==================== i2c_txn_arbiter
i2c_txn_arbiter, metal 3:
The bar under the picture is 20 um long. Cells faint in the background.
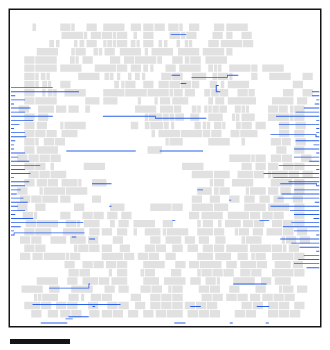

## src/rtl/i2c_txn_arbiter.sv

```systemverilog
// i2c_txn_arbiter: round-robin arbiter that serialises register
// transactions from NUM_REQ requesters onto one I2C controller.
// Ports: clk, rst_n (sync, active-low); per-requester req, req_addr,
// req_reg, req_rw, req_len, req_wdata in; gnt, done, err, rdata out;
// ctl_en/addr/reg/rw/len/din to controller; ctl_busy/ctl_dout from it.
// Optional: define I2C_ARB_TIMEOUT_EN to abort phases stuck for
// TIMEOUT_CYCLES clocks (done + err pulse, rdata kept).
module i2c_txn_arbiter #(
    parameter int NUM_REQ        = 4,
    parameter int TIMEOUT_CYCLES = 50000
) (
    input  logic                   clk,
    input  logic                   rst_n,
    input  logic [NUM_REQ-1:0]     req,
    input  logic [7*NUM_REQ-1:0]   req_addr,
    input  logic [8*NUM_REQ-1:0]   req_reg,
    input  logic [NUM_REQ-1:0]     req_rw,
    input  logic [NUM_REQ-1:0]     req_len,
    input  logic [16*NUM_REQ-1:0]  req_wdata,
    output logic [NUM_REQ-1:0]     gnt,
    output logic [NUM_REQ-1:0]     done,
    output logic                   err,
    output logic [15:0]            rdata,
    output logic                   ctl_en,
    output logic [6:0]             ctl_addr,
    output logic [7:0]             ctl_reg,
    output logic                   ctl_rw,
    output logic                   ctl_len,
    output logic [15:0]            ctl_din,
    input  logic                   ctl_busy,
    input  logic [15:0]            ctl_dout
);

    localparam int IW = (NUM_REQ > 1) ? $clog2(NUM_REQ) : 1;

    typedef enum logic [1:0] {IDLE, LAUNCH, RUN, DONE} state_e;

    state_e             state_q, state_d;
    logic [IW-1:0]      ptr_q, ptr_d;
    logic [NUM_REQ-1:0] gnt_q, gnt_d;
    logic [NUM_REQ-1:0] done_q, done_d;
    logic [15:0]        rdata_q, rdata_d;
    logic [6:0]         addr_q, addr_d;
    logic [7:0]         reg_q, reg_d;
    logic               rw_q, rw_d;
    logic               len_q, len_d;
    logic [15:0]        din_q, din_d;

    logic               win_found;
    logic [IW-1:0]      win_idx;
    logic [IW-1:0]      cand;
    logic               tmo;

    // Search starts one past the last winner so every
    // requester is reached within NUM_REQ grants.
    always_comb begin
        win_found = 1'b0;
        win_idx   = ptr_q;
        cand      = ptr_q;
        for (int k = 1; k <= NUM_REQ; k++) begin
            if (int'(ptr_q) + k >= NUM_REQ) begin
                cand = IW'(int'(ptr_q) + k - NUM_REQ);
            end else begin
                cand = IW'(int'(ptr_q) + k);
            end
            if (!win_found && req[cand]) begin
                win_found = 1'b1;
                win_idx   = cand;
            end
        end
    end

    always_comb begin
        state_d = state_q;
        ptr_d   = ptr_q;
        gnt_d   = gnt_q;
        done_d  = '0;
        rdata_d = rdata_q;
        addr_d  = addr_q;
        reg_d   = reg_q;
        rw_d    = rw_q;
        len_d   = len_q;
        din_d   = din_q;
        unique case (state_q)
            IDLE: begin
                if (win_found) begin
                    gnt_d          = '0;
                    gnt_d[win_idx] = 1'b1;
                    ptr_d          = win_idx;
                    addr_d  = req_addr[int'(win_idx)*7 +: 7];
                    reg_d   = req_reg[int'(win_idx)*8 +: 8];
                    rw_d    = req_rw[win_idx];
                    len_d   = req_len[win_idx];
                    din_d   = req_wdata[int'(win_idx)*16 +: 16];
                    state_d = LAUNCH;
                end
            end
            LAUNCH: begin
                if (tmo) begin
                    done_d  = gnt_q;
                    state_d = DONE;
                end else if (ctl_busy) begin
                    state_d = RUN;
                end
            end
            RUN: begin
                if (tmo || !ctl_busy) begin
                    done_d  = gnt_q;
                    state_d = DONE;
                    // An aborted read must not clobber rdata.
                    if (!tmo && rw_q) begin
                        rdata_d = ctl_dout;
                    end
                end
            end
            DONE: begin
                gnt_d   = '0;
                state_d = IDLE;
            end
            default: state_d = IDLE;
        endcase
    end

    always_ff @(posedge clk) begin
        if (!rst_n) begin
            state_q <= IDLE;
            ptr_q   <= IW'(NUM_REQ - 1);
            gnt_q   <= '0;
            done_q  <= '0;
            rdata_q <= '0;
            addr_q  <= '0;
            reg_q   <= '0;
            rw_q    <= 1'b0;
            len_q   <= 1'b0;
            din_q   <= '0;
        end else begin
            state_q <= state_d;
            ptr_q   <= ptr_d;
            gnt_q   <= gnt_d;
            done_q  <= done_d;
            rdata_q <= rdata_d;
            addr_q  <= addr_d;
            reg_q   <= reg_d;
            rw_q    <= rw_d;
            len_q   <= len_d;
            din_q   <= din_d;
        end
    end

`ifdef I2C_ARB_TIMEOUT_EN
    localparam int CW = $clog2(TIMEOUT_CYCLES + 1);

    logic [CW-1:0] cnt_q, cnt_d;
    logic          err_q;
    logic          waiting;

    assign waiting = (state_q == LAUNCH) || (state_q == RUN);
    assign tmo = waiting && (cnt_q == CW'(TIMEOUT_CYCLES - 1));

    // Any state change restarts the count, so each phase
    // gets its own full budget.
    always_comb begin
        cnt_d = '0;
        if (waiting && (state_d == state_q)) begin
            cnt_d = cnt_q + CW'(1);
        end
    end

    always_ff @(posedge clk) begin
        if (!rst_n) begin
            cnt_q <= '0;
            err_q <= 1'b0;
        end else begin
            cnt_q <= cnt_d;
            err_q <= tmo;
        end
    end

    assign err = err_q;
`else
    assign tmo = 1'b0;
    assign err = 1'b0;
`endif

    assign gnt      = gnt_q;
    assign done     = done_q;
    assign rdata    = rdata_q;
    assign ctl_en   = (state_q == LAUNCH);
    assign ctl_addr = addr_q;
    assign ctl_reg  = reg_q;
    assign ctl_rw   = rw_q;
    assign ctl_len  = len_q;
    assign ctl_din  = din_q;

endmodule
```

## config.mk

```make
export PLATFORM = sky130hd
export DESIGN_NAME = i2c_txn_arbiter
export DESIGN_NICKNAME = d
export VERILOG_FILES = /design/src/rtl/i2c_txn_arbiter.sv
export SDC_FILE = /design/constraint.sdc
export NUM_CORES = 1
export LEC_CHECK = 0
export CORE_AREA = 2 2 101 103
export DETAILED_ROUTE_END_ITERATION = 8
export DIE_AREA = 0 0 103 105
export PLACE_DENSITY = 0.76
export REMOVE_ABC_BUFFERS = 1
export SLEW_MARGIN = 20
export SYNTH_ARGS = -nofsm -noshare
export SYNTH_HDL_FRONTEND = slang
export SYNTH_SLANG_ARGS = --single-unit
```

## constraint.sdc

```tcl
create_clock -name clk -period 4.76 [get_ports clk]
set_input_delay 1.428 -clock clk [delete_from_list [all_inputs] [get_ports clk]]
set_output_delay 1.428 -clock clk [all_outputs]
set_load 0.02 [all_outputs]
```

==================== host_arb
### config.mk
export PLATFORM = sky130hd
export DESIGN_NAME = host_arb
export DESIGN_NICKNAME = d
export VERILOG_FILES = /design/src/rtl/host_arb_pkg.sv /design/src/rtl/host_arb_rr.sv /design/src/rtl/host_arb.sv
export SDC_FILE = /design/constraint.sdc
export NUM_CORES = 1
export LEC_CHECK = 0
export CAP_MARGIN = 20
export CORE_AREA = 2 2 160 162
export DETAILED_ROUTE_END_ITERATION = 7
export DIE_AREA = 0 0 162 164
export PLACE_DENSITY = 0.71
export SETUP_SLACK_MARGIN = 0.02
export SYNTH_ARGS = -nofsm -noshare
export SYNTH_HDL_FRONTEND = slang
export SYNTH_SLANG_ARGS = --single-unit
### constraint.sdc
create_clock -name clk -period 7.1 [get_ports clk]
set_input_delay 1.775 -clock clk [delete_from_list [all_inputs] [get_ports clk]]
set_output_delay 1.775 -clock clk [all_outputs]
set_load 0.02 [all_outputs]
### src/rtl/host_arb_pkg.sv
// Shared types and constants for the host bus arbiter.
package host_arb_pkg;

  typedef enum logic [1:0] {
    IDLE    = 2'd0,
    ISSUE   = 2'd1,
    RD_WAIT = 2'd2,
    RESP    = 2'd3
  } state_t;

  // Read data reported when a read times out.
  localparam logic [31:0] TIMEOUT_DATA = 32'hDEAD_BEEF;

endpackage

### src/rtl/host_arb_rr.sv
// Round-robin winner selection: searches upward starting one past the last
// granted requester, wrapping modulo NUM_REQ.
module host_arb_rr
  import host_arb_pkg::*;
#(
  parameter int unsigned NUM_REQ = 4,
  parameter int unsigned IDX_W   = $clog2(NUM_REQ)
) (
  input  logic [NUM_REQ-1:0] req,
  input  logic [IDX_W-1:0]   ptr,
  output logic [NUM_REQ-1:0] grant,
  output logic [IDX_W-1:0]   idx,
  output logic               any
);

  int unsigned cand;

  // First requesting index after ptr wins.
  always_comb begin
    grant = '0;
    idx   = '0;
    any   = 1'b0;
    cand  = 0;
    for (int unsigned i = 1; i <= NUM_REQ; i++) begin
      cand = (32'(ptr) + i) % NUM_REQ;
      if (!any && req[cand]) begin
        any         = 1'b1;
        grant[cand] = 1'b1;
        idx         = IDX_W'(cand);
      end
    end
  end

endmodule

### src/rtl/host_arb.sv
// Host bus arbiter: grants one requester at a time (round-robin), issues its
// command on the host bus and routes the read return back to it.
// Optional read timeout enabled by defining HOST_ARB_TIMEOUT_EN.
module host_arb
  import host_arb_pkg::*;
#(
  parameter int unsigned NUM_REQ    = 4,
  parameter int unsigned RD_TIMEOUT = 255
) (
  input  logic                  clk,
  input  logic                  reset,
  input  logic [NUM_REQ-1:0]    req_vld,
  input  logic [NUM_REQ-1:0]    req_rw,
  input  logic [NUM_REQ*32-1:0] req_addr,
  input  logic [NUM_REQ*32-1:0] req_data_w,
  output logic [NUM_REQ-1:0]    req_ack,
  output logic [NUM_REQ-1:0]    rsp_vld,
  output logic [31:0]           rsp_data,
  output logic                  rsp_err,
  output logic                  cmd_vld,
  output logic [31:0]           addr,
  output logic [31:0]           data_w,
  output logic                  rw,
  input  logic [31:0]           data_r,
  input  logic                  rd_vld,
  output logic                  busy,
  output logic                  stray_rd
);

  localparam int unsigned IDX_W = $clog2(NUM_REQ);

  state_t             state, state_n;
  logic [IDX_W-1:0]   last_grant, last_grant_n;
  logic [IDX_W-1:0]   winner, winner_n;
  logic [NUM_REQ-1:0] rr_grant;
  logic [IDX_W-1:0]   rr_idx;
  logic               rr_any;

  logic [NUM_REQ-1:0] req_ack_n, rsp_vld_n;
  logic [31:0]        rsp_data_n, addr_n, data_w_n;
  logic               cmd_vld_n, rw_n, stray_rd_n;

`ifdef HOST_ARB_TIMEOUT_EN
  localparam int unsigned CNT_W = $clog2(RD_TIMEOUT + 1);
  logic [CNT_W-1:0] cnt, cnt_n;
  logic             rsp_err_n;
`endif

  host_arb_rr #(
    .NUM_REQ (NUM_REQ),
    .IDX_W   (IDX_W)
  ) u_rr (
    .req   (req_vld),
    .ptr   (last_grant),
    .grant (rr_grant),
    .idx   (rr_idx),
    .any   (rr_any)
  );

  // Next state and next values of the registered outputs.
  always_comb begin
    state_n      = state;
    last_grant_n = last_grant;
    winner_n     = winner;
    req_ack_n    = '0;
    rsp_vld_n    = '0;
    rsp_data_n   = '0;
    cmd_vld_n    = 1'b0;
    addr_n       = '0;
    data_w_n     = '0;
    rw_n         = 1'b0;
    stray_rd_n   = rd_vld && (state != RD_WAIT);
`ifdef HOST_ARB_TIMEOUT_EN
    cnt_n        = cnt;
    rsp_err_n    = 1'b0;
`endif
    case (state)
      IDLE: begin
        if (rr_any) begin
          state_n      = ISSUE;
          winner_n     = rr_idx;
          last_grant_n = rr_idx;
          req_ack_n    = rr_grant;
          cmd_vld_n    = 1'b1;
          addr_n       = req_addr[32*rr_idx +: 32];
          data_w_n     = req_data_w[32*rr_idx +: 32];
          rw_n         = req_rw[rr_idx];
        end
      end
      ISSUE: begin
        state_n = rw ? IDLE : RD_WAIT;
`ifdef HOST_ARB_TIMEOUT_EN
        cnt_n   = '0;
`endif
      end
      RD_WAIT: begin
        if (rd_vld) begin
          state_n            = RESP;
          rsp_vld_n[winner]  = 1'b1;
          rsp_data_n         = data_r;
        end
`ifdef HOST_ARB_TIMEOUT_EN
        else if (cnt == CNT_W'(RD_TIMEOUT - 1)) begin
          state_n           = RESP;
          rsp_vld_n[winner] = 1'b1;
          rsp_data_n        = TIMEOUT_DATA;
          rsp_err_n         = 1'b1;
        end else begin
          cnt_n = cnt + 1'b1;
        end
`endif
      end
      RESP: state_n = IDLE;
      default: state_n = IDLE;
    endcase
  end

  // State and output registers with synchronous active-low reset.
  always_ff @(posedge clk) begin
    if (!reset) begin
      state      <= IDLE;
      last_grant <= IDX_W'(NUM_REQ - 1);
      winner     <= '0;
      req_ack    <= '0;
      rsp_vld    <= '0;
      rsp_data   <= '0;
      cmd_vld    <= 1'b0;
      addr       <= '0;
      data_w     <= '0;
      rw         <= 1'b0;
      busy       <= 1'b0;
      stray_rd   <= 1'b0;
`ifdef HOST_ARB_TIMEOUT_EN
      cnt        <= '0;
      rsp_err    <= 1'b0;
`endif
    end else begin
      state      <= state_n;
      last_grant <= last_grant_n;
      winner     <= winner_n;
      req_ack    <= req_ack_n;
      rsp_vld    <= rsp_vld_n;
      rsp_data   <= rsp_data_n;
      cmd_vld    <= cmd_vld_n;
      addr       <= addr_n;
      data_w     <= data_w_n;
      rw         <= rw_n;
      busy       <= (state_n != IDLE);
      stray_rd   <= stray_rd_n;
`ifdef HOST_ARB_TIMEOUT_EN
      cnt        <= cnt_n;
      rsp_err    <= rsp_err_n;
`endif
    end
  end

`ifndef HOST_ARB_TIMEOUT_EN
  assign rsp_err = 1'b0;
`endif

endmodule

==================== alu_ctrl_seq
File: config.mk
export PLATFORM = sky130hd
export DESIGN_NAME = alu_ctrl_seq
export DESIGN_NICKNAME = d
export VERILOG_FILES = /design/src/rtl/alu_ctrl_seq.sv
export SDC_FILE = /design/constraint.sdc
export NUM_CORES = 1
export LEC_CHECK = 0
export CAP_MARGIN = 20
export CORE_MARGIN = 2
export CORE_UTILIZATION = 48
export CTS_CLUSTER_SIZE = 12
export DETAILED_ROUTE_END_ITERATION = 10
export GPL_ROUTABILITY_DRIVEN = 0
export PLACE_DENSITY = 0.85
export SLEW_MARGIN = 20
export SYNTH_ARGS = -nofsm -noshare
export SYNTH_HDL_FRONTEND = slang
export SYNTH_SLANG_ARGS = --single-unit
File: constraint.sdc
create_clock -name clk_i -period 2.1 [get_ports clk_i]
set_input_delay 0.315 -clock clk_i [delete_from_list [all_inputs] [get_ports clk_i]]
set_output_delay 0.315 -clock clk_i [all_outputs]
set_load 0.03 [all_outputs]
File: src/rtl/alu_ctrl_seq.sv
// ALU control decode and multi-cycle sequencer for the RV32 ID/EX boundary.
// Decodes {funct7,funct3} and ALUOp into a registered ALU control code, stalls the upstream
// stage while a multi-cycle op (MUL, optionally DIV) is in flight and pulses valid_o on
// completion. Optional feature macro: ALU_CTRL_DIV_EN adds a multi-cycle DIV decode (code B).
module alu_ctrl_seq #(
    parameter int unsigned CTRL_W  = 4,
    parameter int unsigned MUL_LAT = 3,
    parameter int unsigned DIV_LAT = 8,
    parameter int unsigned CNT_W   = 16
) (
    input  logic              clk_i,
    input  logic              rst_i,
    input  logic              valid_i,
    input  logic [9:0]        funct_i,
    input  logic [1:0]        ALUOp_i,
    input  logic              flush_i,
    output logic [CTRL_W-1:0] ALUCtrl_o,
    output logic              valid_o,
    output logic              stall_o,
    output logic              illegal_o,
    output logic [CNT_W-1:0]  mc_count_o
);

    localparam logic [3:0] CodeAnd  = 4'h0;
    localparam logic [3:0] CodeXor  = 4'h1;
    localparam logic [3:0] CodeSll  = 4'h2;
    localparam logic [3:0] CodeAdd  = 4'h3;
    localparam logic [3:0] CodeSub  = 4'h4;
    localparam logic [3:0] CodeMul  = 4'h5;
    localparam logic [3:0] CodeAddi = 4'h6;
    localparam logic [3:0] CodeSrai = 4'h7;
    localparam logic [3:0] CodeLw   = 4'h8;
    localparam logic [3:0] CodeSw   = 4'h9;
    localparam logic [3:0] CodeBeq  = 4'hA;
`ifdef ALU_CTRL_DIV_EN
    localparam logic [3:0] CodeDiv  = 4'hB;
    localparam int unsigned MaxLat = (MUL_LAT > DIV_LAT) ? MUL_LAT : DIV_LAT;
`else
    localparam int unsigned MaxLat = MUL_LAT;
`endif
    // Counter holds LAT-1 down to 0.
    localparam int unsigned CntW = (MaxLat > 1) ? $clog2(MaxLat) : 1;

    // Reject parameter sets the decoder cannot honour.
    if (CTRL_W < 4 || MUL_LAT < 1 || DIV_LAT < 1 || CNT_W < 1) begin : g_param_err
        $error("alu_ctrl_seq: CTRL_W must be >= 4 and latencies/CNT_W >= 1");
    end

    typedef enum logic [0:0] {StIdle, StBusy} state_e;

    state_e            state_q, state_d;
    logic [CntW-1:0]   cnt_q, cnt_d;
    logic [CTRL_W-1:0] ctrl_q, ctrl_d;
    logic              valid_q, valid_d;
    logic              illegal_q, illegal_d;
    logic [CNT_W-1:0]  mc_q, mc_d;

    logic [3:0]        dec_code;
    logic              dec_ill;
    logic              dec_mul;
    logic              dec_div;
    logic              dec_multi;
    logic [CntW-1:0]   dec_lat_m1;
    logic              stall;
    logic              accept;

    // Decode {funct7,funct3} and ALUOp into a control code and an illegal flag.
    always_comb begin
        dec_code = CodeAdd;
        dec_ill  = 1'b0;
        dec_mul  = 1'b0;
        dec_div  = 1'b0;
        unique case (ALUOp_i)
            2'b10: begin
                case (funct_i)
                    10'b0000000111: dec_code = CodeAnd;
                    10'b0000000100: dec_code = CodeXor;
                    10'b0000000001: dec_code = CodeSll;
                    10'b0000000000: dec_code = CodeAdd;
                    10'b0100000000: dec_code = CodeSub;
                    10'b0000001000: begin
                        dec_code = CodeMul;
                        dec_mul  = 1'b1;
                    end
`ifdef ALU_CTRL_DIV_EN
                    10'b0000001100: begin
                        dec_code = CodeDiv;
                        dec_div  = 1'b1;
                    end
`endif
                    default: begin
                        dec_code = CodeAdd;
                        dec_ill  = 1'b1;
                    end
                endcase
            end
            2'b00: begin
                case (funct_i[2:0])
                    3'b000:  dec_code = CodeAddi;
                    3'b101:  dec_code = CodeSrai;
                    3'b010:  dec_code = CodeLw;
                    default: begin
                        dec_code = CodeAnd;
                        dec_ill  = 1'b1;
                    end
                endcase
            end
            2'b01:   dec_code = CodeSw;
            2'b11:   dec_code = CodeBeq;
            default: dec_code = CodeAdd;
        endcase
    end

    // Classify the decoded op as single- or multi-cycle and pick its countdown start.
    always_comb begin
        dec_multi  = 1'b0;
        dec_lat_m1 = '0;
        if (dec_mul && (MUL_LAT > 1)) begin
            dec_multi  = 1'b1;
            dec_lat_m1 = CntW'(MUL_LAT - 1);
        end
`ifdef ALU_CTRL_DIV_EN
        if (dec_div && (DIV_LAT > 1)) begin
            dec_multi  = 1'b1;
            dec_lat_m1 = CntW'(DIV_LAT - 1);
        end
`else
        // DIV never decodes without the feature; keep the net tied off.
        if (dec_div) begin
            dec_multi = 1'b0;
        end
`endif
    end

    // Stall while a multi-cycle op still has cycles left; the completion cycle is open.
    always_comb begin
        stall  = (state_q == StBusy) && (cnt_q != '0);
        accept = valid_i && !stall && !flush_i;
    end

    // Next-state: flush wins over everything, then countdown, then a newly accepted op.
    always_comb begin
        state_d   = state_q;
        cnt_d     = cnt_q;
        ctrl_d    = ctrl_q;
        valid_d   = 1'b0;
        illegal_d = 1'b0;
        mc_d      = mc_q;
        if (flush_i) begin
            state_d = StIdle;
            cnt_d   = '0;
        end else begin
            if (state_q == StBusy) begin
                if (cnt_q != '0) begin
                    cnt_d = cnt_q - CntW'(1);
                    // Completion becomes visible as cnt reaches zero.
                    if (cnt_q == CntW'(1)) begin
                        valid_d = 1'b1;
                        if (mc_q != '1) begin
                            mc_d = mc_q + CNT_W'(1);
                        end
                    end
                end else begin
                    state_d = StIdle;
                end
            end
            if (accept) begin
                ctrl_d    = CTRL_W'(dec_code);
                illegal_d = dec_ill;
                if (dec_multi) begin
                    state_d = StBusy;
                    cnt_d   = dec_lat_m1;
                end else begin
                    valid_d = 1'b1;
                end
            end
        end
    end

    // State and registered outputs with asynchronous reset.
    always_ff @(posedge clk_i or posedge rst_i) begin
        if (rst_i) begin
            state_q   <= StIdle;
            cnt_q     <= '0;
            ctrl_q    <= CTRL_W'(CodeAdd);
            valid_q   <= 1'b0;
            illegal_q <= 1'b0;
            mc_q      <= '0;
        end else begin
            state_q   <= state_d;
            cnt_q     <= cnt_d;
            ctrl_q    <= ctrl_d;
            valid_q   <= valid_d;
            illegal_q <= illegal_d;
            mc_q      <= mc_d;
        end
    end

    assign ALUCtrl_o  = ctrl_q;
    assign valid_o    = valid_q;
    assign stall_o    = stall;
    assign illegal_o  = illegal_q;
    assign mc_count_o = mc_q;

endmodule


==> gallery <==
M2 wires.
shot_01.png
The bar under the picture is 20 um long. Cells faint in the background.
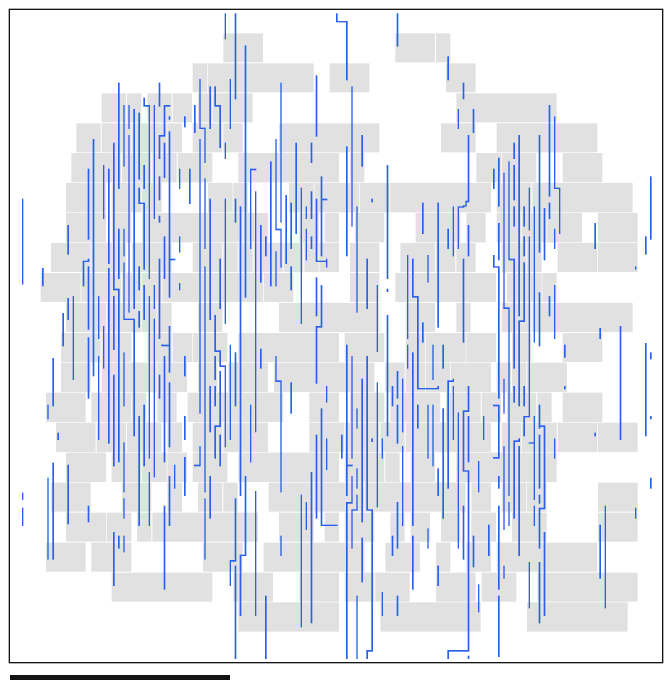
shot_02.png
The bar under the picture is 20 um long. Cells faint in the background.
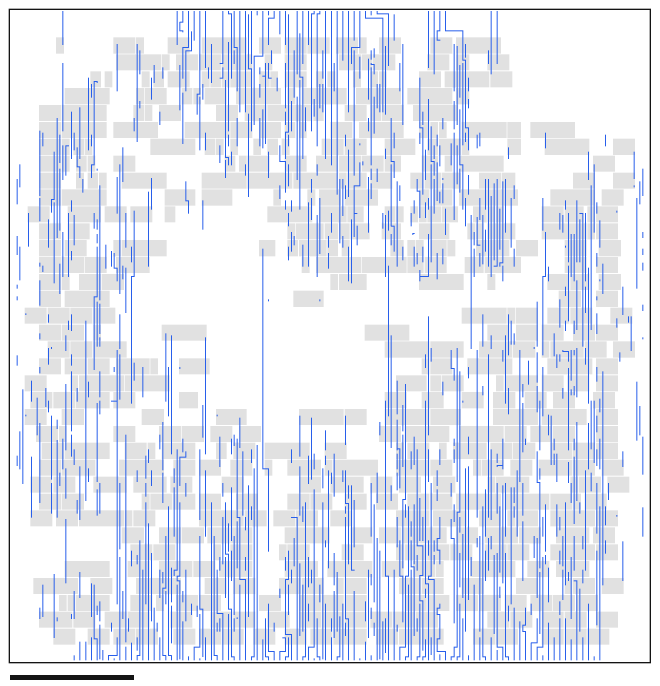
shot_03.png
The bar under the picture is 50 um long. Cells faint in the background.
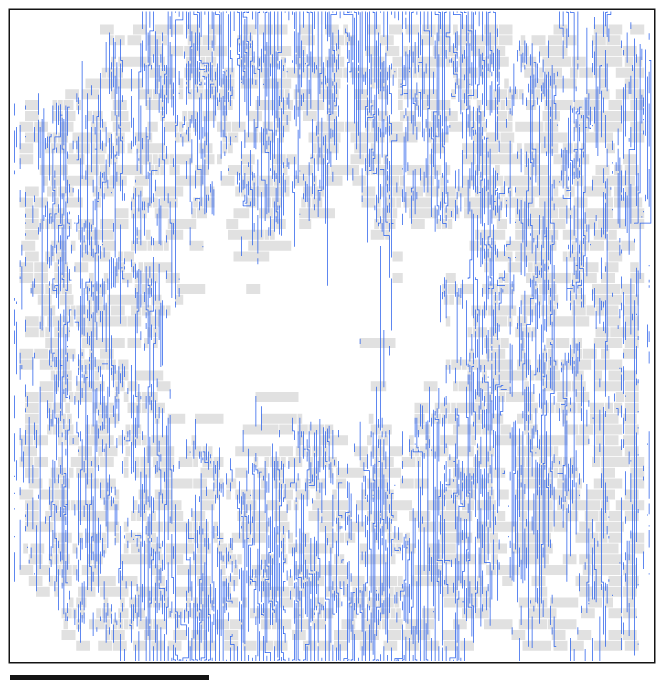
- i2c_txn_arbiter = shot_02.png
- host_arb = shot_03.png
- alu_ctrl_seq = shot_01.png
- largest die: shot_03.png
- smallest die: shot_01.png

Key to shot_01.png:
nets with wire on the layer	199
share of all routed wire	52%
wire length on this layer	1730 um
longest straight run	26.2 um

alu_ctrl_seq, placement density heat map:
The die is cut into 12 by 12 equal tiles; white is low, dark blue is high, 0 to 100% covered.
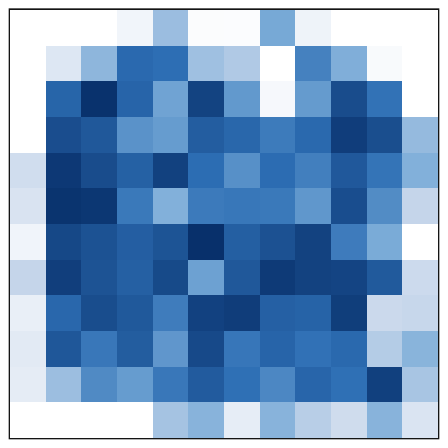
densest ninth of the die	middle
nearly empty tiles	13%
mean over tiles	55%
fullest tile	100%
tiles over 75% full	40%

==> flow_summary.ini, alu_ctrl_seq <==
; generated from flow reports
[status]
status = completed

[worst_setup_path]
setup.worst_path.start = ALUCtrl_o[0]

[final_timing]
fin_crit_sh_pct = 88.86
finalMaxSlewViolations = 0
skew_ns = 0.007952
final_hold_viol_count = 0
period_needed_ns = 1.866

[yosys]
yosysWarnings = 0
ys_sh_adder_pct = 1.540
synth_area_leader_cell = dfrtp_1
ys_top_cells_by_count = 23 x dfrtp_1, 13 x nor2_1, 9 x nand2_1, 9 x xor2_1
xor_area_share_pct = 9.581
ys_async_sr_fraction_pct = 100.0
edf_count = 0

[die]
die_h_um = 59.20
nWellTaps = 33
die_area_um2 = 3505

[cts]
cts.clk_slew.worst_paths_ns = 0.14
cts_tree = yes
cts_setup_buffers = 0

[placed_design]
placed_cell_area_um2 = 1952

[route]
route.detailed.drc = 0
drt_iter0_markers = 75
num_vias = 1340
wl_met3_um = 141

[pwr]
cellLeakagePower_nw = 0.8677
combPwrFrac_pct = 18.8
p_sw_mw = 0.2421

[grt]
grt_max_degree = 26
grt.busiest_layer = met2
first_global_vias = 1318
grt_pass1_wl_um = 5664

[final_layout]
lay_top_count = clkdlybuf4s50_1
design_area_um2 = 1981
regArea_um2 = 628.1
drive_gt1_share_pct = 13.50
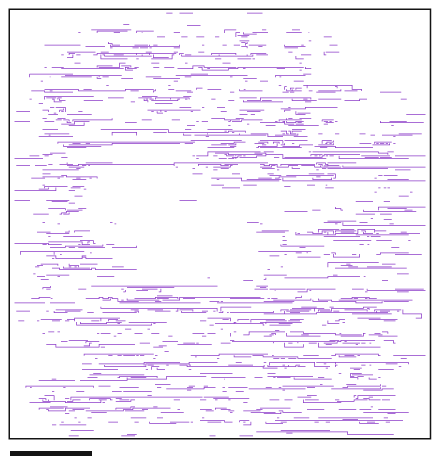
i2c_txn_arbiter: metal 1
The bar under the picture is 20 um long.
share of all routed wire	40%
longest straight run	35.0 um
wire length on this layer	4280 um
nets with wire on the layer	600
main direction	horizontal

About 'metal 3' of i2c_txn_arbiter:
share of all routed wire	6.8%
main direction	horizontal
longest straight run	29.0 um

==> flow_summary.ini, i2c_txn_arbiter <==
; generated from flow reports
[status]
status = completed

[yosys]
postSynthSeqShare_pct = 36.79
syn_area_um2 = 3319
xor_area_share_pct = 0
yosys-stat-cells = 325
mux_share_pct = 20.20
ys.flops = 61
synthMostInstantiatedCell = nand2_1
edf_count = 0

[grt]
use_met2_pct = 34.51
first_global_vias = 3300
met3_usage_pct = 5.151
overflow = 0

[placed_design]
place_worst_setup_slack_ns = 1.004
dp_hpwl_um = 8313
routabilityCongestion = 0.8067

[cts]
clockBufferDepth = 2
cts-root-buf = clkbuf_8
cts-resized-gates = 0
cts_tree = yes

[pwr]
seqPwrFrac_pct = 29.4
cellLeakagePower_nw = 2.183

[worst_setup_path]
arrival_ns = 3.59
path_buffers = 2
rrSetupSlack_ns = 2.46
endpoint_kind = register
crit_fanout = 19
slowest_delay_ns = 0.53
worstRegToRegCells = 6

[final_layout]
nets = 688
fill_cells = 886
nNonClkBuffers = 218
comb_area_share_pct = 32.77

[route]
wire_per_inst_um = 16.10
wl_met3_um = 725
vias_per_cell = 4.806
route.detailed.drc = 0
wl_met1_um = 4282

[final_timing]
rsz0062_at_grt = no
max_freq_mhz = 293.9
layout_setup_ws_ns = 1.357
fin_tns_setup_ns = 0
fin_crit_sh_pct = 71.49

[die]
rows = 36
pin_count = 214
die_area_um2 = 10820
nWellTaps = 133
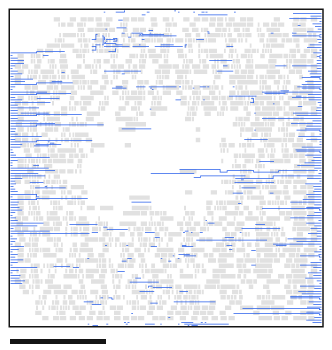
host_arb: metal 3
The bar under the picture is 50 um long. Cells faint in the background.
share of all routed wire	7.5%
main direction	horizontal
nets with wire on the layer	296
wire length on this layer	2650 um
longest straight run	44.4 um

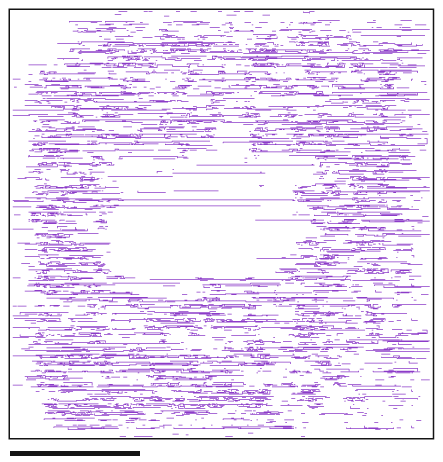
host_arb: metal 1
The bar under the picture is 50 um long.
longest straight run	65.8 um
nets with wire on the layer	1682

==> flow_summary.ini, host_arb <==
; generated from flow reports
[route]
routed_wl_um = 35160
top_layer = met4

[grt]
met1_usage_pct = 29.92

[worst_setup_path]
worstReg2RegEnd = data_w[14]
crit_chain = clkdlybuf4s50_1 -> mux4_2 -> or4_4 -> nand3_4 -> inv_2 -> o211ai_4 -> buf_4 -> o22ai_1
path_buffers = 3

[die]
die_w_um = 162

[yosys]
ys_sh_adder_pct = 1.113
yosysTopAreaCellShare_pct = 25.37
simple_gate_share_pct = 32.11

[final_layout]
lay_top_count = nand2_1
final_cell_mix = 531 x nand2_1, 406 x clkdlybuf4s50_1, 134 x a22oi_1
nets = 1957

[pwr]
combPwrFrac_pct = 68.6

[final_timing]
fin_tns_setup_ns = 0

[cts]
cts-root-buf = clkbuf_16
insertion_delay_ns = 0.42

[status]
status = completed


==> notes/layouts.md <==
Pictures saved along the way, in no particular order.

Routing congestion map.
picture 1
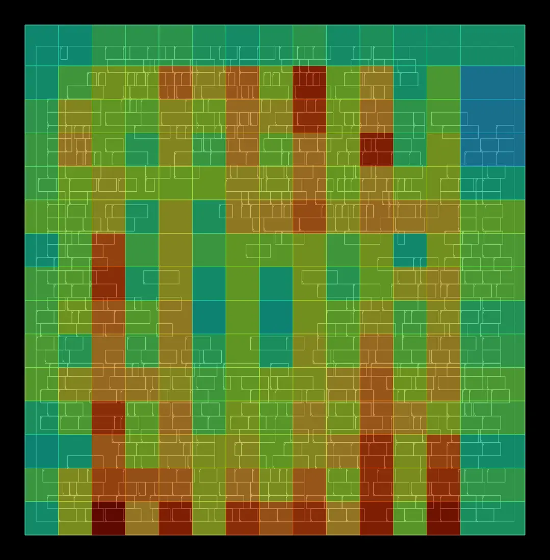
picture 2
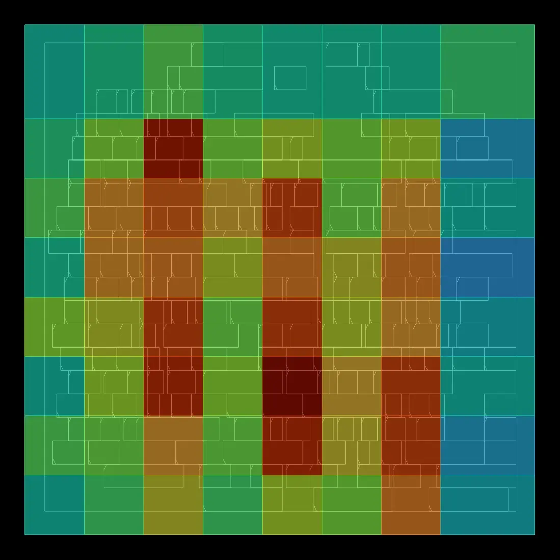
picture 3
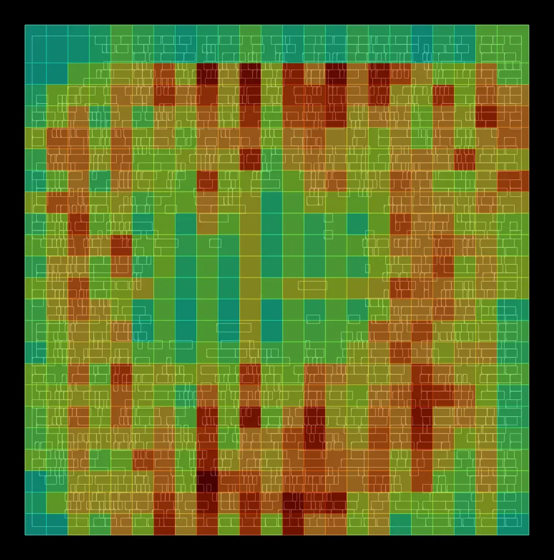
| picture | from |
|---|---|
| picture 2 | alu_ctrl_seq |
| picture 1 | i2c_txn_arbiter |
| picture 3 | host_arb |

